######## fifo_scrambler ########
==> fifo_scrambler/final_clocks.png <==
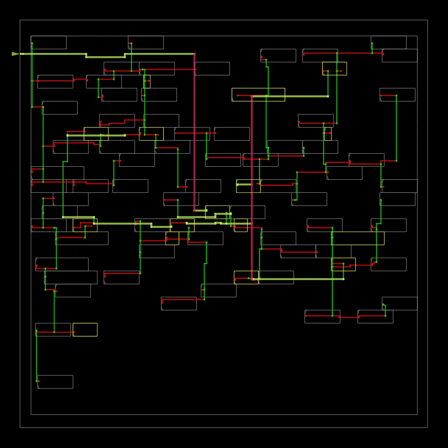
==> fifo_scrambler/zoom.png <==
Region (1, 44) to (41, 84) um. Cells in grey, sequential cells in the stronger grey; small squares are vias.
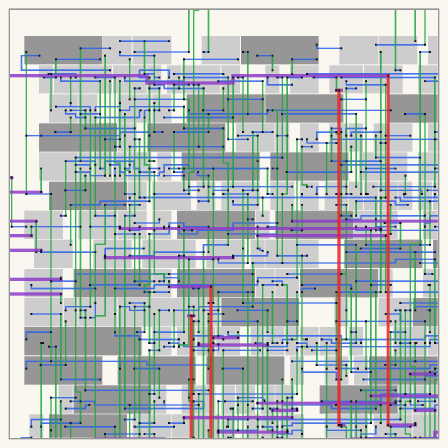
==> fifo_scrambler/registers.png <==
Scale bar: 20 um. Other sequential cells in the stronger grey, the rest of the logic in the fainter grey.
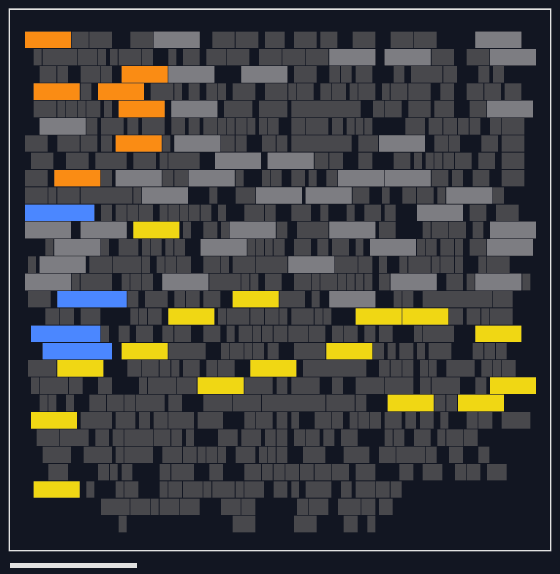
### config.mk
export PLATFORM = sky130hd
export DESIGN_NAME = fifo_scrambler
export DESIGN_NICKNAME = d
export VERILOG_FILES = /design/src/rtl/fifo_scrambler.sv
export SDC_FILE = /design/constraint.sdc
export NUM_CORES = 1
export LEC_CHECK = 0
export CAP_MARGIN = 20
export CORE_MARGIN = 2
export CORE_UTILIZATION = 63
export CTS_CLUSTER_SIZE = 16
export DETAILED_ROUTE_END_ITERATION = 7
export GPL_ROUTABILITY_DRIVEN = 0
export GPL_TIMING_DRIVEN = 0
export PLACE_DENSITY_LB_ADDON = 0.15
export RECOVER_POWER = 100
export SLEW_MARGIN = 20
export SYNTH_ARGS = -nofsm -noshare
export SYNTH_HDL_FRONTEND = slang
export SYNTH_SLANG_ARGS = --single-unit
### constraint.sdc
create_clock -name clk -period 4.7 [get_ports clk]
set_input_delay 1.175 -clock clk [delete_from_list [all_inputs] [get_ports clk]]
set_output_delay 1.175 -clock clk [all_outputs]
set_load 0.01 [all_outputs]
### src/rtl/fifo_scrambler.sv
// Bit-serial transmit buffer feeding the 802.11 frame-synchronous scrambler.
// Circular buffer of MEM bits; pops scramble with x^7 + x^4 + 1.
module fifo_scrambler #(
  parameter int         AD           = 16,
  parameter int         MEM          = 4,
  parameter logic [6:0] DEFAULT_SEED = 7'b1011101
) (
  input  logic          clk,
  input  logic          reset,
  input  logic          seed_load,
  input  logic [6:0]    seed,
  input  logic          we,
  input  logic          data_in,
  input  logic          re,
  output logic          data_out,
  output logic          valid_out,
  output logic          finished,
  output logic          full,
  output logic          empty,
  output logic          overflow,
  output logic [AD-1:0] bits_out
);

  localparam int IW = (MEM > 1) ? $clog2(MEM) : 1;

  typedef enum logic {IDLE, RUN} state_e;

  state_e        state_q, state_d;
  logic [AD-1:0] wr_q, wr_d;
  logic [AD-1:0] rd_q, rd_d;
  logic [AD-1:0] bits_q, bits_d;
  logic [AD-1:0] occ;
  logic [6:0]    lfsr_q, lfsr_d;
  logic          dout_q, dout_d;
  logic          vld_q, vld_d;
  logic          fin_q, fin_d;
  logic          ovf_q, ovf_d;
  logic          push, pop, fb;
  logic          ram_q [MEM];

  assign occ   = wr_q - rd_q;
  assign full  = (occ == AD'(MEM));
  assign empty = (occ == '0);
  assign push  = we && !full;
  assign pop   = (state_q == RUN) && re && !empty;
  assign fb    = lfsr_q[6] ^ lfsr_q[3];

  always_comb begin
    state_d = state_q;
    wr_d    = wr_q;
    rd_d    = rd_q;
    bits_d  = bits_q;
    lfsr_d  = lfsr_q;
    dout_d  = dout_q;
    vld_d   = 1'b0;
    ovf_d   = ovf_q;
    if (push) wr_d = wr_q + 1'b1;
    if (pop) begin
      rd_d   = rd_q + 1'b1;
      bits_d = bits_q + 1'b1;
      lfsr_d = {lfsr_q[5:0], fb};
      dout_d = ram_q[rd_q[IW-1:0]] ^ fb;
      vld_d  = 1'b1;
    end
    unique case (state_q)
      IDLE: begin
        if (seed_load) begin
          state_d = RUN;
          lfsr_d  = (seed == '0) ? DEFAULT_SEED : seed;
          bits_d  = '0;
          ovf_d   = 1'b0;
        end
      end
      RUN: begin
        if (bits_q != '0 && empty && !we) state_d = IDLE;
      end
      default: state_d = IDLE;
    endcase
    // a dropped write is recorded even on the frame-start edge
    if (we && full) ovf_d = 1'b1;
    fin_d = (state_d == IDLE);
  end

  always_ff @(posedge clk) begin
    if (!reset) begin
      state_q <= IDLE;
      wr_q    <= '0;
      rd_q    <= '0;
      bits_q  <= '0;
      lfsr_q  <= DEFAULT_SEED;
      dout_q  <= 1'b0;
      vld_q   <= 1'b0;
      fin_q   <= 1'b1;
      ovf_q   <= 1'b0;
    end else begin
      state_q <= state_d;
      wr_q    <= wr_d;
      rd_q    <= rd_d;
      bits_q  <= bits_d;
      lfsr_q  <= lfsr_d;
      dout_q  <= dout_d;
      vld_q   <= vld_d;
      fin_q   <= fin_d;
      ovf_q   <= ovf_d;
    end
  end

  always_ff @(posedge clk) begin
    if (reset && push) ram_q[wr_q[IW-1:0]] <= data_in;
  end

  assign data_out  = dout_q;
  assign valid_out = vld_q;
  assign finished  = fin_q;
  assign overflow  = ovf_q;
  assign bits_out  = bits_q;

endmodule

==> README.md <==
| Step | Result | This run |
|:---|:---|:---|
| run status | Run status | completed |
| pwr | Sequential fraction of design power | 0.426 |
| global routing | Most congested layer reported by global routing | met2 |
| detailed routing | DRT Pass-1 Iters | 5 |
| yosys | Share of async-settable or async-resettable flops after synthesis | 0 |
| final timing | Hold_ws | 0.4611 ns |
| yosys | Share of the yosys chip area belonging to registers | 0.3299 |
| pwr | Switching Share | 0.2828 |
| clocking | Post-CTS Hold Buffers | 0 |
| finish | Proportion of layout cells with a drive suffix above 1 | 0.07130 |
| setup path | Data arrival at the endpoint of the critical path | 3.38 ns |
| yosys | Number of distinct library cells after synthesis | 61 |
| yosys | Yosys cell count | 494 |
| finish | Layout net count | 577 |
| pwr | Main power group | registers |
| place | Minimum setup slack after placement | 0.06614 ns |
| yosys | Comb area leader | AND-OR/OR-AND gates |
| pwr | Clk pwr share | 0.384 |
| place | Total cell area at the placement stage | 0.004563 sq mm |
| clocking | Count of instances resized after the clock tree is built | 5 |
| floorplanning | Initial Utilization | 0.6499 |
| finish | Design Area, Final | 0.004793 sq mm |
| floorplanning | Area of the core region | 0.006350 sq mm |
| global routing | Global Route met1 Usage | 0.4122 |
| final timing | FMAX | 0.2194 GHz |
| detailed routing | Routed wire length on met2 | 5.234 mm |
| setup path | Startpoint-to-endpoint class of the critical path | flop to output pin |
| pwr | Pint | 1.001 mW |
## Picture notes: fifo_scrambler/final_clocks.png
number of clock-tree buffers in the layout: 12
number of buffers created by CTS: 9
Seq Cell Count: 66

## Picture notes: fifo_scrambler/zoom.png
[green] met2
[blue] met1
[purple] met3
[red] met4
most frequent: dfxtp_1 (24), nor2_1 (12)
cells with their middle in the window: 134
sequential cells in the window: 25
netlist names of flops here include: `lfsr_q` (7), `rd_q` (6), `bits_out` (4)

## Picture notes: fifo_scrambler/registers.png
[blue] `ram_q` | flops: 4 | where: west
[orange] `lfsr_q` | flops: 7 | where: north-west
[yellow] `wr_q` | flops: 16

==> worst paths after layout <==
path / slack [ns] / depth (start not counted) / endpoint / start
setup / recovery: 0.14 / 11 / full / rd_q[7]
hold reg to reg: 0.46 / 2 / rd_q[14] / rd_q[14]
hold / removal: 0.46 / 2 / rd_q[14] / rd_q[14]
setup reg to reg: 0.44 / 15 / bits_out[1] / rd_q[7]
==> final cells by class <==
cell class / instances / share of cell area
buffer: 23 / 0.02088
clock buffer: 12 / 0.03028
clock inverter: 4 / 0.01566
inverter: 32 / 0.02506
multi-input combinational: 372 / 0.5278
sequential: 66 / 0.2840
tap: 77 / 0.02010
timing repair buffer: 38 / 0.07622
==> sequential cells by signal, indices dropped and copies added (netlist names), named ones only <==
signal and count:
finished 1, data_out 1, lfsr_q 7, state_q 1
rd_q 16, bits_out 16, valid_out 1, ram_q 4
overflow 1, wr_q 16

######## mixer_gain_ramp ########
==> mixer_gain_ramp/port_nets.png <==
Scale bar: 20 um.
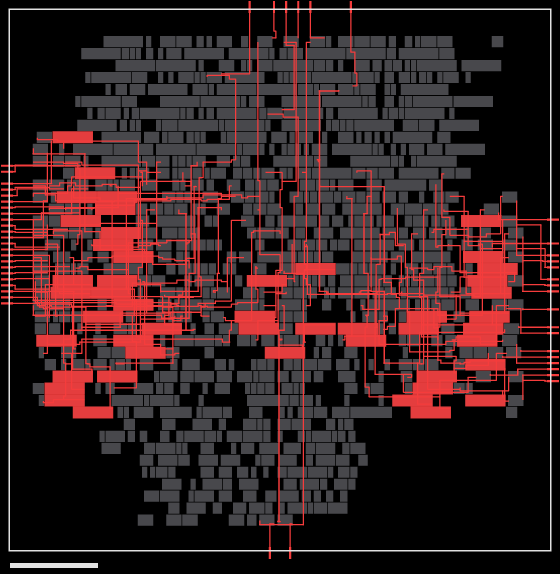
<file path="src/rtl/mixer_gain_ramp_pkg.sv">
// mixer_gain_ramp_pkg
// Shared constants for the mixer gain ramp block: channel count, index
// width, gain width and the voice channel indices.
package mixer_gain_ramp_pkg;

  localparam int NUM_CH = 6;
  localparam int CH_W   = 3;
  localparam int GAIN_W = 8;
  localparam int STEP_W = 4;

  localparam logic [CH_W-1:0] CH_SQUARE    = 3'd0;
  localparam logic [CH_W-1:0] CH_SAWTOOTH  = 3'd1;
  localparam logic [CH_W-1:0] CH_TRIANGLE  = 3'd2;
  localparam logic [CH_W-1:0] CH_SINE      = 3'd3;
  localparam logic [CH_W-1:0] CH_NOISE     = 3'd4;
  localparam logic [CH_W-1:0] CH_WAVETABLE = 3'd5;

  // True when a channel index addresses a real voice (6 and 7 are unused).
  function automatic logic ch_valid(input logic [CH_W-1:0] ch);
    return (ch <= CH_WAVETABLE);
  endfunction

endpackage

</file>
<file path="src/rtl/gain_ramp_step.sv">
// gain_ramp_step
// Combinational single-step gain slew: moves current toward target by at
// most step, landing exactly on target without overshoot or wrap.
// Ports:
//   current - present gain of the serviced channel
//   target  - requested gain of the serviced channel
//   step    - slew per service; 0 jumps straight to target
//   next    - gain after this service
module gain_ramp_step
  import mixer_gain_ramp_pkg::*;
(
  input  logic [GAIN_W-1:0] current,
  input  logic [GAIN_W-1:0] target,
  input  logic [STEP_W-1:0] step,
  output logic [GAIN_W-1:0] next
);

  // 9-bit intermediates: bit 8 of sum flags an overflow past 255, bit 8 of
  // diff flags a borrow below 0; both are clamped to target.
  logic [GAIN_W:0] sum9;
  logic [GAIN_W:0] diff9;
  logic [GAIN_W:0] tgt9;

  assign tgt9  = {1'b0, target};
  assign sum9  = {1'b0, current} + {{(GAIN_W+1-STEP_W){1'b0}}, step};
  assign diff9 = {1'b0, current} - {{(GAIN_W+1-STEP_W){1'b0}}, step};

  always_comb begin
    next = current;
    if (step == '0) begin
      next = target;
    end else if (current < target) begin
      next = (sum9 > tgt9) ? target : sum9[GAIN_W-1:0];
    end else if (current > target) begin
      next = (diff9[GAIN_W] || (diff9 < tgt9)) ? target : diff9[GAIN_W-1:0];
    end
  end

endmodule

</file>
<file path="src/rtl/mixer_gain_ramp.sv">
// mixer_gain_ramp
// Per-voice gain slewing for the six mixer channels. A round-robin pointer
// services one channel per tick, moving its current gain toward the target
// written by the register file. kill mutes everything at once.
// Ports:
//   clk       - clock, rising edge
//   rst_n     - asynchronous active-low reset
//   tick      - one-cycle service strobe at ramp rate
//   wr_en     - target write strobe
//   wr_ch     - target channel (0..5; 6/7 ignored)
//   wr_data   - new target gain
//   ramp_step - gain delta per service, 0 = jump
//   kill      - emergency mute, clears all targets and gains
//   gain_out  - current gains, channel n in [8n+7:8n]
//   busy      - any channel still ramping
module mixer_gain_ramp
  import mixer_gain_ramp_pkg::*;
(
  input  logic                     clk,
  input  logic                     rst_n,
  input  logic                     tick,
  input  logic                     wr_en,
  input  logic [CH_W-1:0]          wr_ch,
  input  logic [GAIN_W-1:0]        wr_data,
  input  logic [STEP_W-1:0]        ramp_step,
  input  logic                     kill,
  output logic [NUM_CH*GAIN_W-1:0] gain_out,
  output logic                     busy
);

  logic [GAIN_W-1:0] target_q  [NUM_CH];
  logic [GAIN_W-1:0] current_q [NUM_CH];
  logic [CH_W-1:0]   ptr_q;

  logic [GAIN_W-1:0] sel_cur;
  logic [GAIN_W-1:0] sel_tgt;
  logic [GAIN_W-1:0] svc_next;
  logic [CH_W-1:0]   ptr_nxt;

  // The pointer never leaves 0..5, so the unmatched case default is unused.
  always_comb begin
    sel_cur = '0;
    sel_tgt = '0;
    for (int i = 0; i < NUM_CH; i++) begin
      if (ptr_q == CH_W'(i)) begin
        sel_cur = current_q[i];
        sel_tgt = target_q[i];
      end
    end
  end

  gain_ramp_step u_step (
    .current (sel_cur),
    .target  (sel_tgt),
    .step    (ramp_step),
    .next    (svc_next)
  );

  assign ptr_nxt = (ptr_q == CH_WAVETABLE) ? CH_SQUARE : ptr_q + CH_W'(1);

  // The service reads the registered target, so a write landing on the
  // serviced channel in the same cycle only takes effect on its next slot.
  always_ff @(posedge clk or negedge rst_n) begin
    if (!rst_n) begin
      ptr_q <= '0;
      for (int i = 0; i < NUM_CH; i++) begin
        target_q[i]  <= '0;
        current_q[i] <= '0;
      end
    end else if (kill) begin
      for (int i = 0; i < NUM_CH; i++) begin
        target_q[i]  <= '0;
        current_q[i] <= '0;
      end
    end else begin
      if (tick) begin
        ptr_q <= ptr_nxt;
        for (int i = 0; i < NUM_CH; i++) begin
          if (ptr_q == CH_W'(i)) current_q[i] <= svc_next;
        end
      end
      if (wr_en && ch_valid(wr_ch)) begin
        for (int i = 0; i < NUM_CH; i++) begin
          if (wr_ch == CH_W'(i)) target_q[i] <= wr_data;
        end
      end
    end
  end

  always_comb begin
    gain_out = '0;
    busy     = 1'b0;
    for (int i = 0; i < NUM_CH; i++) begin
      gain_out[GAIN_W*i +: GAIN_W] = current_q[i];
      busy = busy | (current_q[i] != target_q[i]);
    end
  end

endmodule

</file>
<file path="config.mk">
export PLATFORM = sky130hd
export DESIGN_NAME = mixer_gain_ramp
export DESIGN_NICKNAME = d
export VERILOG_FILES = /design/src/rtl/mixer_gain_ramp_pkg.sv /design/src/rtl/gain_ramp_step.sv /design/src/rtl/mixer_gain_ramp.sv
export SDC_FILE = /design/constraint.sdc
export NUM_CORES = 1
export LEC_CHECK = 0
export CAP_MARGIN = 20
export CORE_MARGIN = 5
export CORE_UTILIZATION = 55
export DETAILED_ROUTE_END_ITERATION = 10
export HOLD_SLACK_MARGIN = 0.12
export PLACE_DENSITY = 0.89
export SYNTH_ARGS = -nofsm -noshare
export SYNTH_HDL_FRONTEND = slang
export SYNTH_SLANG_ARGS = --single-unit
</file>
<file path="constraint.sdc">
create_clock -name clk -period 10.6 [get_ports clk]
set_input_delay 1.06 -clock clk [delete_from_list [all_inputs] [get_ports clk]]
set_output_delay 1.06 -clock clk [all_outputs]
set_load 0.01 [all_outputs]
</file>
==> README.md <==
| Step | Result | This run |
|:---|:---|:---|
| setup path | Cell type group with the largest total delay on the critical path | AND-OR/OR-AND gates |
| setup path | Kind of end point of the critical path | flop |
| yosys | Share of the yosys chip area belonging to registers | 0.3540 |
| floorplanning | Initial Utilization | 0.5568 |
| global routing | Vias in the first global route | 6212 |
| clocking | Clock latency on the worst-skew pair | 0.36 ns |
| finish | Area delta synth->final | 14.57% |
| setup path | Data arrival at the endpoint of the critical path | 7.15 ns |
| final timing | Headroom to the max-slew limit | 0.2908 |
| setup path | Largest fanout of any net on the critical path | 41 |
| final timing | Transition at the pin with the smallest max-transition slack | 1.064 ns |
| finish | Most frequent logic cell in the layout | sky130_fd_sc_hd__dfrtp_1 |
| place | Detailed placer's ending HPWL | 15.88 mm |
| yosys | Share of async-settable or async-resettable flops after synthesis | 1.000 |
| global routing | Global routing usage summed across all routing layers | 0.2952 |
| final timing | Crit path setup slack, layout | 3.630 ns |
| global routing | Most congested layer reported by global routing | met2 |
| final timing | Final Slew Violations | 0 |
| setup path | Worst path required time | 10.78 ns |
| run status | Run status | completed |
| yosys | Number of distinct library cells after synthesis | 72 |
| yosys | Most frequent cells after synthesis | sky130_fd_sc_hd__dfrtp_1 (99), sky130_fd_sc_hd__nand2_1 (85), sky130_fd_sc_hd__nor2_1 (82), sky130_fd_sc_hd__xnor2_1 (59) |
| global routing | Global Route met1 Usage | 0.4126 |
| detailed routing | Top routing layer in use | met4 |
| clocking | Number of H-tree levels | 3 |
## Picture notes: mixer_gain_ramp/port_nets.png
[red] `gain_out` | direction: output | end cells: 48 | buffers: 48 | wire: 4010 um
total of buffers placed on input and output ports: 68
boundary pin count: 69

==> layout make-up <==
| type | instances | area share |
|---|---|---|
| inverters | 27 | 0.01295 |
| multi-input cells | 604 | 0.5245 |
| well taps | 172 | 0.02684 |
| flip-flops and latches | 99 | 0.3091 |
| clock buffers | 10 | 0.02856 |
| clock inverters | 6 | 0.008115 |
| repair buffers | 74 | 0.08989 |
==> report_power, final <==
part,total [mW],switching [mW],internal [mW]
clock,0.334,0.151,0.184
combinational,1.84,1.12,0.719
sequential,0.557,0.128,0.429
==> cell families (layout without fill, tap and decap cells) <==
logic type | Yosys count | after routing | synth area share
XOR/XNOR | 60 | 60 | 0.07509
multiplexers | 49 | 49 | 0.07044
flip-flops | 99 | 99 | 0.3540
buffers and inverters | 69 | 117 | 0.04595
AND-OR/OR-AND | 192 | 192 | 0.2081
adder cells (fa/ha/maj) | 34 | 34 | 0.06294
AND/OR/NAND/NOR | 269 | 269 | 0.1834
==> through the flow <==
step             util  hold slack [ns]  area, sq um
2_1_floorplan       -           0.5218         6998
3_3_place_gp   0.6145           0.5507         7724
3_5_place_dp   0.6145           0.5566         7724
4_1_cts        0.6379           0.5743         8018
5_1_grt        0.6379           0.5908         8018
6_report       0.6379           0.5747         8018

######## adder_bist_driver ########
==> adder_bist_driver/metal_stack.png <==
Two of the layers only.
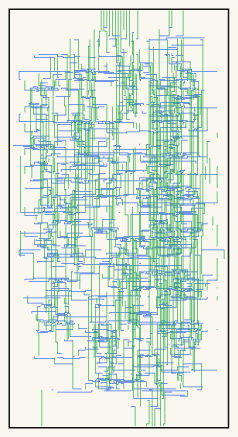
### src/rtl/adder_bist_driver.sv
// -----------------------------------------------------------------------------
// adder_bist_driver
//
// Built-in self-test engine for a WIDTH-bit adder. It drives {a, b, cin} into
// the adder under test and holds each vector for SETTLE_CYCLES clocks. On the
// last clock of that window it compares the adder's {cout, sum} against an
// internal a+b+cin. A saturating error count and a pass flag summarise the run.
//
// Vector order:
//   vec 0 is all zeros and vec 1 is all ones.
//   vec k >= 2 is the low 2*WIDTH+1 bits of a 32-bit Galois LFSR after (k-1)
//   steps from SEED.
//
// Optional feature (macro ADDER_BIST_FAIL_CAPTURE_EN):
//   When the macro is defined, the first mismatch of a run latches the
//   offending vector and the observed adder outputs onto fail_*_o.
//
// Ports:
//   clk          clock, rising edge
//   rst          asynchronous active-high reset
//   start_i      begin a run (ignored unless idle)
//   abort_i      stop a run in progress (no done pulse)
//   a_o, b_o     registered operands to the adder
//   cin_o        registered carry-in to the adder
//   sum_i        adder sum
//   cout_i       adder carry-out
//   busy_o       run in progress
//   done_o       one-cycle pulse on normal completion
//   pass_o       last completed run had no mismatches
//   err_count_o  saturating mismatch count
//   fail_valid_o, fail_vec_o, fail_sum_o, fail_cout_o
//                first-failure capture (only with ADDER_BIST_FAIL_CAPTURE_EN)
// -----------------------------------------------------------------------------
module adder_bist_driver #(
  parameter int          WIDTH         = 4,
  parameter int          NUM_VECTORS   = 256,
  parameter int          SETTLE_CYCLES = 2,
  parameter logic [31:0] SEED          = 32'h1,
  parameter int          ERR_W         = 16
) (
  input  logic               clk,
  input  logic               rst,
  input  logic               start_i,
  input  logic               abort_i,
  output logic [WIDTH-1:0]   a_o,
  output logic [WIDTH-1:0]   b_o,
  output logic               cin_o,
  input  logic [WIDTH-1:0]   sum_i,
  input  logic               cout_i,
  output logic               busy_o,
  output logic               done_o,
  output logic               pass_o,
  output logic [ERR_W-1:0]   err_count_o
`ifdef ADDER_BIST_FAIL_CAPTURE_EN
  ,
  output logic               fail_valid_o,
  output logic [2*WIDTH:0]   fail_vec_o,
  output logic [WIDTH-1:0]   fail_sum_o,
  output logic               fail_cout_o
`endif
);

  localparam int VEC_W = 2 * WIDTH + 1;
  localparam int IDX_W = (NUM_VECTORS > 2) ? $clog2(NUM_VECTORS) : 1;
  localparam int CNT_W = (SETTLE_CYCLES > 1) ? $clog2(SETTLE_CYCLES) : 1;

  localparam logic [IDX_W-1:0] LAST_IDX   = IDX_W'(NUM_VECTORS - 1);
  localparam logic [CNT_W-1:0] CNT_RELOAD = CNT_W'(SETTLE_CYCLES - 1);
  localparam logic [31:0]      SEED_EFF   = (SEED == 32'h0) ? 32'h1 : SEED;
  localparam logic [ERR_W-1:0] ERR_MAX    = '1;
  localparam logic [31:0]      LFSR_MASK  = 32'h8020_0003;

  typedef enum logic [1:0] {S_IDLE, S_RUN, S_DONE} state_t;

  state_t state_q, state_d;

  logic [VEC_W-1:0] vec_q, vec_d;
  logic [31:0]      lfsr_q, lfsr_d;
  logic [IDX_W-1:0] idx_q, idx_d;
  logic [CNT_W-1:0] cnt_q, cnt_d;
  logic [ERR_W-1:0] err_q, err_d;
  logic             pass_q, pass_d;

  logic [WIDTH:0]   exp_sum;
  logic [WIDTH:0]   obs_sum;
  logic             mismatch;
  logic [31:0]      lfsr_nx;
  logic [ERR_W-1:0] err_inc;
  logic             compare_now;

`ifdef ADDER_BIST_FAIL_CAPTURE_EN
  logic             fv_q, fv_d;
  logic [VEC_W-1:0] fvec_q, fvec_d;
  logic [WIDTH-1:0] fsum_q, fsum_d;
  logic             fcout_q, fcout_d;
`endif

  // One step of the right-shifting Galois LFSR.
  function automatic logic [31:0] lfsr_step(input logic [31:0] s);
    if (s[0]) begin
      return (s >> 1) ^ LFSR_MASK;
    end
    return s >> 1;
  endfunction

  assign a_o         = vec_q[VEC_W-1:WIDTH+1];
  assign b_o         = vec_q[WIDTH:1];
  assign cin_o       = vec_q[0];
  assign pass_o      = pass_q;
  assign err_count_o = err_q;

`ifdef ADDER_BIST_FAIL_CAPTURE_EN
  assign fail_valid_o = fv_q;
  assign fail_vec_o   = fvec_q;
  assign fail_sum_o   = fsum_q;
  assign fail_cout_o  = fcout_q;
`endif

  // FSM state register.
  always_ff @(posedge clk or posedge rst) begin
    if (rst) begin
      state_q <= S_IDLE;
    end else begin
      state_q <= state_d;
    end
  end

  // FSM next-state logic; abort has priority over both start and compare.
  always_comb begin
    state_d = state_q;
    case (state_q)
      S_IDLE: begin
        if (start_i && !abort_i) begin
          state_d = S_RUN;
        end
      end
      S_RUN: begin
        if (abort_i) begin
          state_d = S_IDLE;
        end else if (cnt_q == '0 && idx_q == LAST_IDX) begin
          state_d = S_DONE;
        end
      end
      S_DONE:  state_d = S_IDLE;
      default: state_d = S_IDLE;
    endcase
  end

  // FSM outputs.
  always_comb begin
    busy_o = 1'b0;
    done_o = 1'b0;
    case (state_q)
      S_RUN:   busy_o = 1'b1;
      S_DONE:  done_o = 1'b1;
      default: ;
    endcase
  end

  // Datapath next-state: vector generation, compare, error accounting.
  always_comb begin
    exp_sum = {1'b0, a_o} + {1'b0, b_o} + {{WIDTH{1'b0}}, cin_o};
    obs_sum = {cout_i, sum_i};
    // if/else so an unknown adder output falls into the mismatch branch
    if (obs_sum == exp_sum) begin
      mismatch = 1'b0;
    end else begin
      mismatch = 1'b1;
    end
    lfsr_nx     = lfsr_step(lfsr_q);
    err_inc     = (mismatch && err_q != ERR_MAX) ? err_q + ERR_W'(1) : err_q;
    compare_now = (state_q == S_RUN) && !abort_i && (cnt_q == '0);

    vec_d  = vec_q;
    lfsr_d = lfsr_q;
    idx_d  = idx_q;
    cnt_d  = cnt_q;
    err_d  = err_q;
    pass_d = pass_q;

    case (state_q)
      S_IDLE: begin
        if (start_i && !abort_i) begin
          vec_d  = '0;
          lfsr_d = SEED_EFF;
          idx_d  = '0;
          cnt_d  = CNT_RELOAD;
          err_d  = '0;
          pass_d = 1'b0;
        end
      end
      S_RUN: begin
        if (abort_i) begin
          pass_d = 1'b0;
        end else if (cnt_q == '0) begin
          err_d = err_inc;
          if (idx_q == LAST_IDX) begin
            pass_d = (err_inc == '0);
          end else begin
            idx_d = idx_q + IDX_W'(1);
            cnt_d = CNT_RELOAD;
            // vec 1 is the fixed all-ones pattern; the LFSR starts advancing at vec 2
            if (idx_q == '0) begin
              vec_d = '1;
            end else begin
              lfsr_d = lfsr_nx;
              vec_d  = lfsr_nx[VEC_W-1:0];
            end
          end
        end else begin
          cnt_d = cnt_q - CNT_W'(1);
        end
      end
      default: ;
    endcase
  end

`ifdef ADDER_BIST_FAIL_CAPTURE_EN
  // First-failure capture: only the first mismatch of a run is kept.
  always_comb begin
    fv_d    = fv_q;
    fvec_d  = fvec_q;
    fsum_d  = fsum_q;
    fcout_d = fcout_q;
    if (state_q == S_IDLE && start_i && !abort_i) begin
      fv_d    = 1'b0;
      fvec_d  = '0;
      fsum_d  = '0;
      fcout_d = 1'b0;
    end else if (compare_now && mismatch && !fv_q) begin
      fv_d    = 1'b1;
      fvec_d  = vec_q;
      fsum_d  = sum_i;
      fcout_d = cout_i;
    end
  end

  always_ff @(posedge clk or posedge rst) begin
    if (rst) begin
      fv_q    <= 1'b0;
      fvec_q  <= '0;
      fsum_q  <= '0;
      fcout_q <= 1'b0;
    end else begin
      fv_q    <= fv_d;
      fvec_q  <= fvec_d;
      fsum_q  <= fsum_d;
      fcout_q <= fcout_d;
    end
  end
`endif

  // Datapath registers.
  always_ff @(posedge clk or posedge rst) begin
    if (rst) begin
      vec_q  <= '0;
      lfsr_q <= SEED_EFF;
      idx_q  <= '0;
      cnt_q  <= '0;
      err_q  <= '0;
      pass_q <= 1'b0;
    end else begin
      vec_q  <= vec_d;
      lfsr_q <= lfsr_d;
      idx_q  <= idx_d;
      cnt_q  <= cnt_d;
      err_q  <= err_d;
      pass_q <= pass_d;
    end
  end

endmodule

### config.mk
export PLATFORM = sky130hd
export DESIGN_NAME = adder_bist_driver
export DESIGN_NICKNAME = d
export VERILOG_FILES = /design/src/rtl/adder_bist_driver.sv
export SDC_FILE = /design/constraint.sdc
export NUM_CORES = 1
export LEC_CHECK = 0
export CAP_MARGIN = 20
export CORE_ASPECT_RATIO = 2
export CORE_MARGIN = 3
export CORE_UTILIZATION = 45
export CTS_BUF_LIST = sky130_fd_sc_hd__clkbuf_2 sky130_fd_sc_hd__clkbuf_4 sky130_fd_sc_hd__clkbuf_8
export DETAILED_ROUTE_END_ITERATION = 6
export GPL_TIMING_DRIVEN = 0
export PLACE_DENSITY = 0.65
export SETUP_SLACK_MARGIN = 0.3
export SKIP_CTS_REPAIR_TIMING = 1
export SYNTH_ARGS = -nofsm -noshare
export SYNTH_HDL_FRONTEND = slang
export SYNTH_SLANG_ARGS = --single-unit
### constraint.sdc
create_clock -name clk -period 4.6 [get_ports clk]
set_input_delay 1.38 -clock clk [delete_from_list [all_inputs] [get_ports clk]]
set_output_delay 1.38 -clock clk [all_outputs]
set_load 0.01 [all_outputs]
==> README.md <==
| Step | Result | This run |
|:---|:---|:---|
| run status | Run status | finished, violations left |
| run status | Failing checks | DRC |
| yosys | Most frequent cells after synthesis | sky130_fd_sc_hd__nand2_1 (85), sky130_fd_sc_hd__dfrtp_1 (68), sky130_fd_sc_hd__o21ai_0 (59), sky130_fd_sc_hd__nor2_1 (22), sky130_fd_sc_hd__a21oi_1 (18) |
| place | Total of buffers placed on input and output ports | 36 |
| global routing | Initial antenna violation count | 0 |
| detailed routing | Met3 WL | 378 um |
| yosys | Comb area leader | simple AND/OR/NAND/NOR gates |
| setup path | Critical path startpoint category | flop |
| detailed routing | DRC violation count after routing | 1 |
| place | Detailed placer's ending HPWL | 7.416 mm |
| detailed routing | Total vias in the final route | 3388 |
| global routing | First-pass GRT wire length | 16.66 mm |
| final timing | Number of setup violations in the final report | 0 |
| hold path | Startpoint of the lowest-slack hold path | lfsr_q[5] |
| yosys | Adder and majority cell fraction of the synthesized area | 0.03040 |
| pwr | Power Density | 462.4 mW/mm^2 |
## Picture notes: adder_bist_driver/metal_stack.png
[green] met2 | wire length: 5350 um
[blue] met1 | wire length: 3530 um

tightest hold or removal path, stage by stage, from the launching register on:
cell and delay [ns]:
sky130_fd_sc_hd__dfrtp_1 0.35, sky130_fd_sc_hd__nand2_1 0.05, sky130_fd_sc_hd__o21ai_0 0.06
metal layers:
metal	vias to the layer above	global-route usage
met5	-	0
met4	0	0.1663
met3	44	0.04903
met2	122	0.3899
met1	1624	0.2219
li1	1598	-
registers in the layout, summed over array words and instances, names as in the netlist:
name         cells
cnt_q            1
lfsr_q          32
vec_q            9
idx_q            8
err_count_o     16
state_q          2
pass_o           1
through the flow:
| stage | total power [mW] | setup WS (ns) |
|---|---|---|
| 6_report | 2.099 | 0.6724 |
| 3_3_place_gp | 1.432 | 0.2558 |
| 3_5_place_dp | 1.444 | 0.3756 |
| 5_1_grt | 2.230 | 0.4946 |
| 4_1_cts | 2.114 | 0.2698 |
| 2_1_floorplan | 1.209 | 1.482 |
report_power, final:
part	internal, mW	switching, mW	total, mW
Combinational	0.290	0.392	0.683
Sequential	0.676	0.0751	0.751
Clock	0.422	0.243	0.665
Total	1.39	0.711	2.10

######## spike_rate_monitor ########
==> spike_rate_monitor/final_clocks.png <==
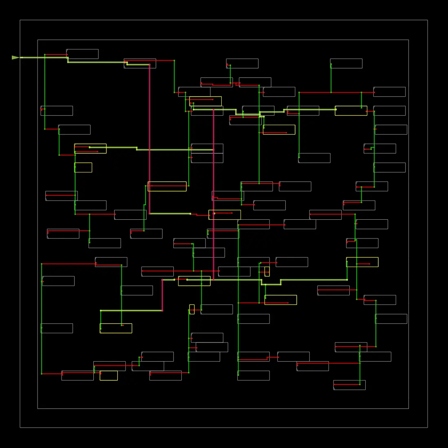
==> spike_rate_monitor/port_nets.png <==
Scale bar: 20 um.
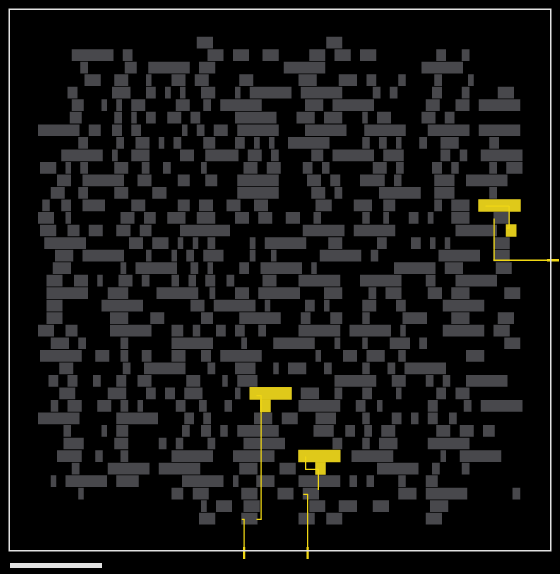
==> spike_rate_monitor/metal_stack.png <==
Two of the layers only.
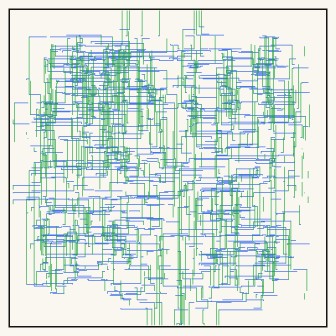
$ cat src/rtl/lif_mon_pkg.sv
// Shared constants and helpers for the spike rate monitor.
// Holds the default channel, count and window widths plus the saturating add.
package lif_mon_pkg;

    localparam int unsigned NUM_CH_D = 3;
    localparam int unsigned CNT_W_D  = 8;
    localparam int unsigned WIN_W_D  = 8;

    // Saturates at 2^width-1; width must not exceed 32.
    function automatic logic [31:0] sat_inc(input logic [31:0] count, input logic inc,
                                            input int unsigned width);
        logic [32:0] sum;
        logic [32:0] max;
        sum = {1'b0, count} + {32'd0, inc};
        max = (33'd1 << width) - 33'd1;
        return (sum > max) ? max[31:0] : sum[31:0];
    endfunction

endpackage

$ cat src/rtl/spike_edge_counter.sv
// One spike channel: rising-edge detector plus saturating counter.
// The counter is cleared at window end; snap is the closing value including this cycle's edge.
module spike_edge_counter
    import lif_mon_pkg::*;
#(
    parameter int unsigned CNT_W = CNT_W_D
) (
    input  logic             clk,
    input  logic             rst_n,
    input  logic             ena,
    input  logic             spike,
    input  logic             win_end,
    output logic [CNT_W-1:0] snap
);

    logic             prev_q;
    logic             spike_edge;
    logic [CNT_W-1:0] count_q;
    logic [CNT_W-1:0] count_d;

    assign spike_edge = spike & ~prev_q;
    assign snap       = CNT_W'(sat_inc(32'(count_q), spike_edge, CNT_W));

    always_comb begin
        count_d = count_q;
        if (ena) begin
            count_d = win_end ? '0 : snap;
        end
    end

    // prev tracks the line even while disabled so edges are never recounted after a gap.
    always_ff @(posedge clk or negedge rst_n) begin
        if (!rst_n) begin
            prev_q  <= 1'b0;
            count_q <= '0;
        end else begin
            prev_q  <= spike;
            count_q <= count_d;
        end
    end

endmodule

$ cat src/rtl/spike_rate_monitor.sv
// Windowed spike-rate monitor: per-channel edge counts snapshotted every win_len enabled cycles
// and offered over valid/ready, with a sticky overrun flag for overwritten snapshots.
module spike_rate_monitor
    import lif_mon_pkg::*;
#(
    parameter int unsigned NUM_CH = NUM_CH_D,
    parameter int unsigned CNT_W  = CNT_W_D,
    parameter int unsigned WIN_W  = WIN_W_D
) (
    input  logic                    clk,
    input  logic                    rst_n,
    input  logic                    ena,
    input  logic [NUM_CH-1:0]       spike_in,
    input  logic [WIN_W-1:0]        win_len,
    input  logic                    rate_ready,
    input  logic                    clr_ovr,
    output logic                    rate_valid,
    output logic [NUM_CH*CNT_W-1:0] rate_out,
    output logic                    overrun,
    output logic                    win_tick
);

    logic [WIN_W-1:0]        len_q;
    logic [WIN_W-1:0]        len_d;
    logic [WIN_W-1:0]        len_eff;
    logic [WIN_W-1:0]        win_cnt_q;
    logic [WIN_W-1:0]        win_cnt_d;
    logic                    win_end;
    logic [NUM_CH*CNT_W-1:0] snap;
    logic [NUM_CH*CNT_W-1:0] rate_q;
    logic [NUM_CH*CNT_W-1:0] rate_d;
    logic                    valid_q;
    logic                    valid_d;
    logic                    ovr_q;
    logic                    ovr_d;
    logic                    tick_q;

    // While len_q is still 0 the live win_len is used, so the cycle after reset release
    // (or after a halt) is already window cycle 0.
    assign len_eff = (len_q != '0) ? len_q : win_len;
    assign win_end = ena && (len_eff != '0) && (win_cnt_q == len_eff - WIN_W'(1));

    always_comb begin
        win_cnt_d = win_cnt_q;
        if (ena && (len_eff != '0)) begin
            win_cnt_d = win_end ? '0 : win_cnt_q + WIN_W'(1);
        end
        len_d = (win_end || (len_q == '0)) ? win_len : len_q;
    end

    for (genvar i = 0; i < NUM_CH; i++) begin : g_ch
        spike_edge_counter #(
            .CNT_W (CNT_W)
        ) u_ch (
            .clk     (clk),
            .rst_n   (rst_n),
            .ena     (ena),
            .spike   (spike_in[i]),
            .win_end (win_end),
            .snap    (snap[i*CNT_W +: CNT_W])
        );
    end

    always_comb begin
        rate_d  = rate_q;
        valid_d = valid_q;
        ovr_d   = ovr_q;
        if (valid_q && rate_ready) begin
            valid_d = 1'b0;
        end
        if (clr_ovr) begin
            ovr_d = 1'b0;
        end
        // A new snapshot overrides the consume; overrun setting wins over clr_ovr.
        if (win_end) begin
            rate_d  = snap;
            valid_d = 1'b1;
            if (valid_q && !rate_ready) begin
                ovr_d = 1'b1;
            end
        end
    end

    always_ff @(posedge clk or negedge rst_n) begin
        if (!rst_n) begin
            len_q     <= '0;
            win_cnt_q <= '0;
            rate_q    <= '0;
            valid_q   <= 1'b0;
            ovr_q     <= 1'b0;
            tick_q    <= 1'b0;
        end else begin
            len_q     <= len_d;
            win_cnt_q <= win_cnt_d;
            rate_q    <= rate_d;
            valid_q   <= valid_d;
            ovr_q     <= ovr_d;
            tick_q    <= win_end;
        end
    end

    assign rate_valid = valid_q;
    assign rate_out   = rate_q;
    assign overrun    = ovr_q;
    assign win_tick   = tick_q;

endmodule

$ cat config.mk
export PLATFORM = sky130hd
export DESIGN_NAME = spike_rate_monitor
export DESIGN_NICKNAME = d
export VERILOG_FILES = /design/src/rtl/lif_mon_pkg.sv /design/src/rtl/spike_edge_counter.sv /design/src/rtl/spike_rate_monitor.sv
export SDC_FILE = /design/constraint.sdc
export NUM_CORES = 1
export LEC_CHECK = 0
export CELL_PAD_IN_SITES_DETAIL_PLACEMENT = 2
export CELL_PAD_IN_SITES_GLOBAL_PLACEMENT = 2
export CORE_MARGIN = 5
export CORE_UTILIZATION = 36
export CTS_CLUSTER_DIAMETER = 30
export DETAILED_ROUTE_END_ITERATION = 7
export PLACE_DENSITY_LB_ADDON = 0.1
export SYNTH_ARGS = -nofsm -noshare
export SYNTH_HDL_FRONTEND = slang
export SYNTH_HIERARCHICAL = 1
export SYNTH_SLANG_ARGS = --single-unit
export TNS_END_PERCENT = 50
$ cat constraint.sdc
create_clock -name clk -period 4.3 [get_ports clk]
set_input_delay 0.645 -clock clk [delete_from_list [all_inputs] [get_ports clk]]
set_output_delay 0.645 -clock clk [all_outputs]
set_load 0.01 [all_outputs]
==> README.md <==
| Step | Result | This run |
|:---|:---|:---|
| yosys | Adder and majority cell fraction of the synthesized area | 0.02418 |
| flow run | Log Warnings | 29 |
| detailed routing | Number of nets with antenna violations after routing | 0 |
| clocking | Clock slew at reported path FFs | 0.06 ns |
| run status | Run status | completed |
| clocking | Clock latency on the worst-skew pair | 0.34 ns |
| yosys | Most instantiated library cell after synthesis | sky130_fd_sc_hd__dfrtp_1 |
| yosys | Post-synthesis chip area from yosys | 0.004139 sq mm |
| place | Minimum setup slack after placement | 0.2679 ns |
| global routing | Global routing usage summed across all routing layers | 0.1837 |
| finish | Area taken by flip-flops and latches | 0.001752 sq mm |
| setup path | Startpoint of the most critical setup path | len_q[2] |
| finish | Final std cells w/o fill | 590 |
| finish | Number of clock-tree buffers in the layout | 13 |
| yosys | Number of nets in the synthesized netlist | 435 |
| yosys | Synth warn | 6 |
| setup path | Worst path bufs/invs | 1 |
| yosys | EDFF count, synth | 0 |
| floorplanning | Area of the core region | 0.01132 sq mm |
| setup path | Cell type of the slowest stage on the worst timing path | sky130_fd_sc_hd__nor4_1 |
| place | Detailed placer's ending HPWL | 8.152 mm |
| setup path | Largest fanout of any net on the critical path | 29 |
| final timing | FMAX | 0.2484 GHz |
| final timing | TNS Setup | 0 ns |
| finish | Layout buffering overhead excluding clock cells | 0.1003 |
| yosys | Library cell with the largest summed area after synthesis | sky130_fd_sc_hd__dfrtp_1 |
| pwr | PnR Total Power | 1.828 mW |
| final timing | Layout Skew | 0.005634 ns |
| finish | Area of combinational cells with multiple inputs | 0.002097 sq mm |
| finish | Design Area, Final | 0.004891 sq mm |
| yosys | And+or+nand+nor area frac | 0.1901 |
| clocking | Total clock sinks | 70 |
| final timing | Setup repair after global routing missed its margin | no |
About spike_rate_monitor/final_clocks.png:
Clock group: 0.755 mW
Seq Cell Count: 70

About spike_rate_monitor/port_nets.png:
[yellow] `spike_in` | direction: input | end cells: 6 | buffers: 3 | wire: 89.0 um
total of buffers placed on input and output ports: 42
boundary pin count: 43

About spike_rate_monitor/metal_stack.png:
[blue] met1 | wire length: 5350 um
[green] met2 | wire length: 5760 um

-- per-layer routing --
metal  vias to the layer above  global-route usage  wire length [um]
li1                       1614                   -                 -
met1                      1741              0.2337              5351
met2                        41              0.3084              5759
met3                        18             0.04730               345
met4                         0             0.05275               198
met5                         -                   0                 0
-- worst min-delay path by stage --
stage                             from                 endpoint  cells after the start
final                            rst_n  g_ch[2].u_ch/count_q[1]                      1
after global routing             rst_n  g_ch[2].u_ch/count_q[1]                      1
after CTS                        rst_n  g_ch[2].u_ch/count_q[1]                      1
after detailed placement   rate_out[1]              rate_out[1]                      1
after global placement    rate_out[10]             rate_out[10]                      1
after floorplan                  rst_n  g_ch[0].u_ch/count_q[0]                      0
-- where the power goes --
| part | internal [mW] | total, mW | switching (mW) | leakage [nW] |
|---|---|---|---|---|
| clock | 0.475 | 0.755 | 0.280 | 0.142 |
| sequential | 0.718 | 0.816 | 0.0980 | 0.903 |
| combinational | 0.114 | 0.257 | 0.143 | 1.04 |
| total | 1.31 | 1.83 | 0.521 | 2.09 |

######## ram_read_streamer ########
==> ram_read_streamer/metal_stack.png <==
Two of the layers only.
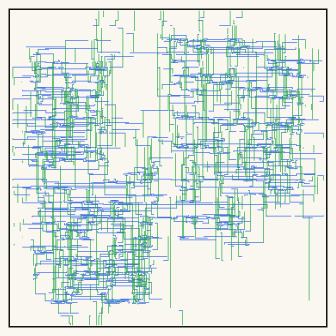
==> ram_read_streamer/registers.png <==
Scale bar: 20 um. Other sequential cells in the stronger grey, the rest of the logic in the fainter grey.
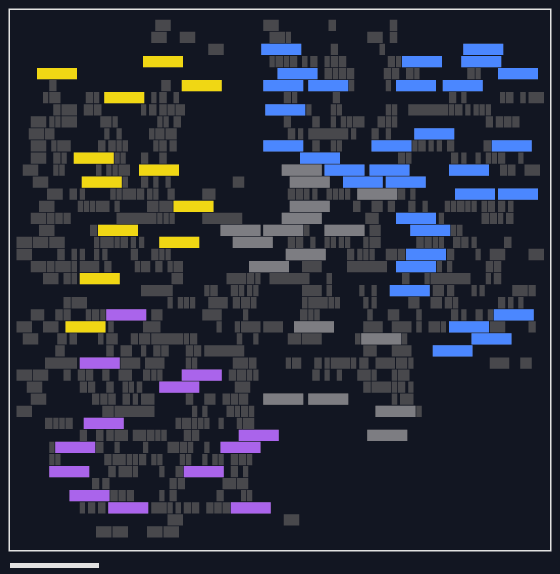
--- src/rtl/ram_read_streamer.sv ---
// ram_read_streamer: read-side sequencer for dual_clk_ram's read port.
// Issues ram_read_addr = base, base+1, ... for length beats. It accounts for
// the fixed RAM read latency with a shift pipe of issue tags, and captures the
// returned words in a small output FIFO presented as a valid/ready stream.
// An address is only issued while FIFO occupancy plus words still in flight
// leaves room, so returned data is never dropped under backpressure.
//
// Optional build macro RAM_READ_STREAMER_LOOP_EN: adds a 'loop' input sampled
// with start. When looping, the sweep restarts at the latched base without a
// gap. A later start with loop=0 ends the loop after the current pass.
module ram_read_streamer #(
  parameter int DATA_WIDTH      = 8,
  parameter int ADDR_WIDTH      = 12,
  parameter int LEN_WIDTH       = 13,
  parameter int READ_LATENCY    = 2,
  parameter int FIFO_DEPTH_LOG2 = 2
) (
  input  logic                  clk,
  input  logic                  reset_n,
  input  logic                  start,
  input  logic [ADDR_WIDTH-1:0] base_addr,
  input  logic [LEN_WIDTH-1:0]  length,
`ifdef RAM_READ_STREAMER_LOOP_EN
  input  logic                  loop,
`endif
  output logic                  busy,
  output logic                  done,
  output logic [ADDR_WIDTH-1:0] ram_read_addr,
  input  logic [DATA_WIDTH-1:0] ram_data,
  output logic [DATA_WIDTH-1:0] m_data,
  output logic                  m_valid,
  input  logic                  m_ready,
  output logic                  m_last
);

  // state  | meaning
  // IDLE   | waiting for start
  // ISSUE  | presenting read addresses, gated by FIFO credit
  // DRAIN  | all addresses issued, waiting for the final beat to leave
  // FINISH | one-cycle done pulse, then back to IDLE

  localparam int DEPTH = 1 << FIFO_DEPTH_LOG2;
  localparam int CNT_W = FIFO_DEPTH_LOG2 + 1;
  localparam int INF_W = $clog2(READ_LATENCY + 1);
  localparam int OCC_W = $clog2(DEPTH + READ_LATENCY + 1);

  typedef enum logic [1:0] {
    IDLE   = 2'd0,
    ISSUE  = 2'd1,
    DRAIN  = 2'd2,
    FINISH = 2'd3
  } state_t;

  state_t state_q, state_d;

  logic [LEN_WIDTH-1:0]       remaining_q;
  logic [READ_LATENCY-1:0]    pipe_vld_q;
  logic [READ_LATENCY-1:0]    pipe_last_q;

  logic [DATA_WIDTH-1:0]      fifo_data_q [DEPTH];
  logic [DEPTH-1:0]           fifo_last_q;
  logic [FIFO_DEPTH_LOG2-1:0] wr_ptr_q;
  logic [FIFO_DEPTH_LOG2-1:0] rd_ptr_q;
  logic [CNT_W-1:0]           fifo_count_q;

  logic [INF_W-1:0]           inflight;
  logic [OCC_W-1:0]           occupancy;
  logic                       start_acc;
  logic                       issue;
  logic                       last_issue;
  logic                       reload;
  logic                       push;
  logic                       pop;
  logic                       final_pop;

`ifdef RAM_READ_STREAMER_LOOP_EN
  logic                       loop_q;
  logic [ADDR_WIDTH-1:0]      base_q;
  logic [LEN_WIDTH-1:0]       len_q;
`endif

  assign start_acc  = (state_q == IDLE) && start;
  assign occupancy  = OCC_W'(fifo_count_q) + OCC_W'(inflight);
  assign issue      = (state_q == ISSUE) && (remaining_q != '0) &&
                      (occupancy < OCC_W'(DEPTH));
  assign last_issue = issue && (remaining_q == LEN_WIDTH'(1));
  assign push       = pipe_vld_q[READ_LATENCY-1];
  assign m_valid    = (fifo_count_q != '0);
  assign pop        = m_valid && m_ready;
  assign m_data     = m_valid ? fifo_data_q[rd_ptr_q] : '0;
  assign m_last     = m_valid & fifo_last_q[rd_ptr_q];

  // The transfer is over only when the tagged last word leaves and nothing
  // else is queued or in flight (an earlier looped pass may also carry a tag).
  assign final_pop  = pop && m_last && (fifo_count_q == CNT_W'(1)) &&
                      (pipe_vld_q == '0);

`ifdef RAM_READ_STREAMER_LOOP_EN
  assign reload = last_issue && loop_q;
`else
  assign reload = 1'b0;
`endif

  // Words in flight: set bits in the issue pipe.
  always_comb begin
    inflight = '0;
    for (int i = 0; i < READ_LATENCY; i++) begin
      inflight = inflight + INF_W'(pipe_vld_q[i]);
    end
  end

  // State register.
  always_ff @(posedge clk or negedge reset_n) begin
    if (!reset_n) begin
      state_q <= IDLE;
    end else begin
      state_q <= state_d;
    end
  end

  // Next-state and status outputs.
  always_comb begin
    state_d = state_q;
    busy    = 1'b0;
    done    = 1'b0;
    case (state_q)
      IDLE: begin
        if (start) begin
          state_d = (length == '0) ? FINISH : ISSUE;
        end
      end
      ISSUE: begin
        busy = 1'b1;
        if (last_issue && !reload) begin
          state_d = DRAIN;
        end
      end
      DRAIN: begin
        busy = 1'b1;
        if (final_pop) begin
          state_d = FINISH;
        end
      end
      FINISH: begin
        done    = 1'b1;
        state_d = IDLE;
      end
      default: state_d = IDLE;
    endcase
  end

  // Read address and remaining-issue down-counter; the address holds after
  // the final issue so the RAM simply re-reads it.
  always_ff @(posedge clk or negedge reset_n) begin
    if (!reset_n) begin
      ram_read_addr <= '0;
      remaining_q   <= '0;
    end else if (start_acc && (length != '0)) begin
      ram_read_addr <= base_addr;
      remaining_q   <= length;
    end else if (issue) begin
`ifdef RAM_READ_STREAMER_LOOP_EN
      if (reload) begin
        ram_read_addr <= base_q;
        remaining_q   <= len_q;
      end else
`endif
      if (last_issue) begin
        remaining_q   <= '0;
      end else begin
        ram_read_addr <= ram_read_addr + ADDR_WIDTH'(1);
        remaining_q   <= remaining_q - LEN_WIDTH'(1);
      end
    end
  end

`ifdef RAM_READ_STREAMER_LOOP_EN
  // Loop control: base/length kept for reloads; a start with loop=0 while
  // busy stops looping at the end of the current pass.
  always_ff @(posedge clk or negedge reset_n) begin
    if (!reset_n) begin
      loop_q <= 1'b0;
      base_q <= '0;
      len_q  <= '0;
    end else if (start_acc) begin
      loop_q <= loop && (length != '0);
      base_q <= base_addr;
      len_q  <= length;
    end else if (busy && start && !loop) begin
      loop_q <= 1'b0;
    end
  end
`endif

  // Issue pipe: tracks which cycles will return a word, and which is last.
  always_ff @(posedge clk or negedge reset_n) begin
    if (!reset_n) begin
      pipe_vld_q  <= '0;
      pipe_last_q <= '0;
    end else begin
      pipe_vld_q[0]  <= issue;
      pipe_last_q[0] <= last_issue;
      for (int i = 1; i < READ_LATENCY; i++) begin
        pipe_vld_q[i]  <= pipe_vld_q[i-1];
        pipe_last_q[i] <= pipe_last_q[i-1];
      end
    end
  end

  // Output FIFO storage and pointers.
  always_ff @(posedge clk or negedge reset_n) begin
    if (!reset_n) begin
      for (int i = 0; i < DEPTH; i++) begin
        fifo_data_q[i] <= '0;
      end
      fifo_last_q <= '0;
      wr_ptr_q    <= '0;
      rd_ptr_q    <= '0;
    end else begin
      if (push) begin
        fifo_data_q[wr_ptr_q] <= ram_data;
        fifo_last_q[wr_ptr_q] <= pipe_last_q[READ_LATENCY-1];
        wr_ptr_q              <= wr_ptr_q + FIFO_DEPTH_LOG2'(1);
      end
      if (pop) begin
        rd_ptr_q <= rd_ptr_q + FIFO_DEPTH_LOG2'(1);
      end
    end
  end

  // FIFO occupancy; simultaneous push and pop leave it unchanged.
  always_ff @(posedge clk or negedge reset_n) begin
    if (!reset_n) begin
      fifo_count_q <= '0;
    end else begin
      case ({push, pop})
        2'b10:   fifo_count_q <= fifo_count_q + CNT_W'(1);
        2'b01:   fifo_count_q <= fifo_count_q - CNT_W'(1);
        default: fifo_count_q <= fifo_count_q;
      endcase
    end
  end

endmodule

--- config.mk ---
export PLATFORM = sky130hd
export DESIGN_NAME = ram_read_streamer
export DESIGN_NICKNAME = d
export VERILOG_FILES = /design/src/rtl/ram_read_streamer.sv
export SDC_FILE = /design/constraint.sdc
export NUM_CORES = 1
export LEC_CHECK = 0
export ABC_AREA = 1
export CAP_MARGIN = 20
export CELL_PAD_IN_SITES_DETAIL_PLACEMENT = 0
export CELL_PAD_IN_SITES_GLOBAL_PLACEMENT = 1
export CORE_UTILIZATION = 30
export DETAILED_ROUTE_END_ITERATION = 8
export MAX_ROUTING_LAYER = met4
export PLACE_DENSITY = 0.7
export SLEW_MARGIN = 20
export SYNTH_ARGS = -nofsm -noshare
export SYNTH_HDL_FRONTEND = slang
export SYNTH_SLANG_ARGS = --single-unit
--- constraint.sdc ---
create_clock -name clk -period 2.2 [get_ports clk]
set_input_delay 0.44 -clock clk [delete_from_list [all_inputs] [get_ports clk]]
set_output_delay 0.44 -clock clk [all_outputs]
set_load 0.02 [all_outputs]
==> README.md <==
| Step | Result | This run |
|:---|:---|:---|
| yosys | Primary flip-flop cell chosen by synthesis mapping | sky130_fd_sc_hd__dfrtp_1 |
| setup path | Startpoint-to-endpoint class of the critical path | flop to output pin |
| yosys | Top cells by area | sky130_fd_sc_hd__dfrtp_1 (43%), sky130_fd_sc_hd__nand2_1 (11%), sky130_fd_sc_hd__nand3_1 (10%) |
| clocking | Number of H-tree levels | 3 |
| run status | Run status | completed |
| yosys | Area fraction in mux cells | 0 |
| finish | Number of fillers in the final layout | 1448 |
| pwr | Sequential fraction of design power | 0.324 |
| setup path | Largest stage delay on the critical path | 0.35 ns |
| finish | Buffer count excluding the clock tree in the final layout | 79 |
| yosys | Adder and majority cell fraction of the synthesized area | 0.05233 |
| detailed routing | DRT Wirelength | 10.77 mm |
| setup path | Cell type of the slowest stage on the worst timing path | sky130_fd_sc_hd__dfrtp_1 |
| clocking | Number of buffers created by CTS | 9 |
| yosys | Share of async-settable or async-resettable flops after synthesis | 1.000 |
| yosys | Complex-gate fraction of the synthesized area | 0.08488 |
| yosys | Yosys cell count | 566 |
| final timing | Headroom to the max-slew limit | 0.5865 |
| clocking | Clock tree from TritonCTS | yes |
| clocking | Clock latency on the worst-skew pair | 0.34 ns |
| global routing | Most congested layer reported by global routing | met2 |
| detailed routing | DRT Pass-1 Iters | 4 |
Notes on ram_read_streamer/metal_stack.png above:
[blue] met1 | wire length: 5390 um
[green] met2 | wire length: 4930 um

Notes on ram_read_streamer/registers.png above:
[yellow] `ram_read_addr` | flops: 12
[purple] `remaining_q` | flops: 13 | where: south-west
[blue] `fifo_data_q` | flops: 32
not coloured: 17
sequential logic power: 2.53 mW
area taken by flip-flops and latches: 0.001852 sq mm
final core utilization: 0.3867
register share of the cell area: 0.3436

cells in the mapped netlist (4+ instances only):
| cell type | number |
|---|---|
| sky130_fd_sc_hd__nand2_1 | 127 |
| sky130_fd_sc_hd__nand3_1 | 88 |
| sky130_fd_sc_hd__dfrtp_1 | 74 |
| sky130_fd_sc_hd__nor2_1 | 63 |
| sky130_fd_sc_hd__o21ai_0 | 58 |
| sky130_fd_sc_hd__inv_1 | 49 |
| sky130_fd_sc_hd__ha_1 | 18 |
| sky130_fd_sc_hd__a21oi_1 | 13 |
| sky130_fd_sc_hd__xor2_1 | 11 |
| sky130_fd_sc_hd__clkbuf_1 | 8 |
| sky130_fd_sc_hd__nand3b_1 | 7 |
| sky130_fd_sc_hd__nor3_1 | 6 |
| sky130_fd_sc_hd__or2_2 | 6 |
| sky130_fd_sc_hd__xnor2_1 | 6 |
| sky130_fd_sc_hd__buf_6 | 5 |
| sky130_fd_sc_hd__buf_2 | 4 |
| sky130_fd_sc_hd__nor2_2 | 4 |
sequential cells by signal, summed over array words and instances, names as in the netlist, 3 cells and up:
signal	cells
fifo_count_q	3
fifo_data_q	32
fifo_last_q	4
ram_read_addr	12
remaining_q	13


==> screenshots <==
Close-up of the layout.
picture 1
Region (11, 72) to (51, 112) um. Cells in grey, sequential cells in the stronger grey; small squares are vias.
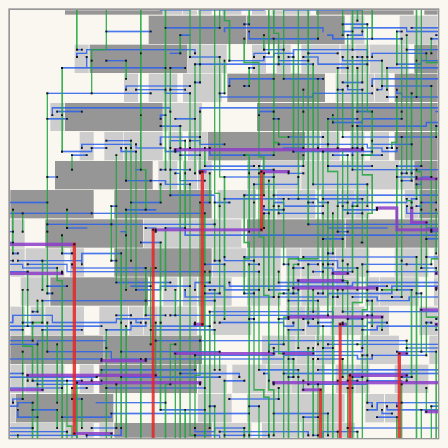
picture 2
Region (10, 71) to (50, 111) um. Cells in grey, sequential cells in the stronger grey; small squares are vias.
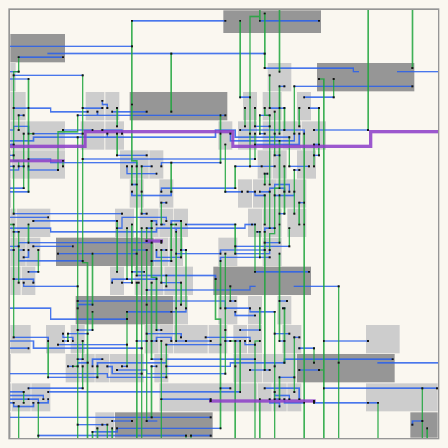
picture 3
Region (0, 82) to (40, 122) um. Cells in grey, sequential cells in the stronger grey; small squares are vias.
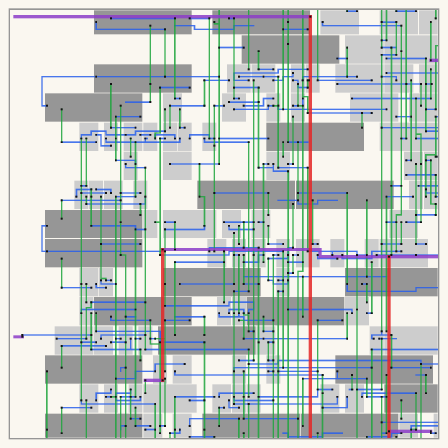
picture 4
Region (9, 68) to (49, 108) um. Cells in grey, sequential cells in the stronger grey; small squares are vias.
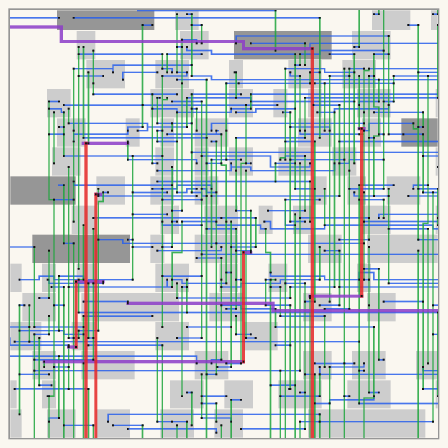
| picture | from |
|---|---|
| picture 2 | ram_read_streamer |
| picture 1 | mixer_gain_ramp |
| picture 3 | adder_bist_driver |
| picture 4 | spike_rate_monitor |

Power and IR drop assume default switching activity.
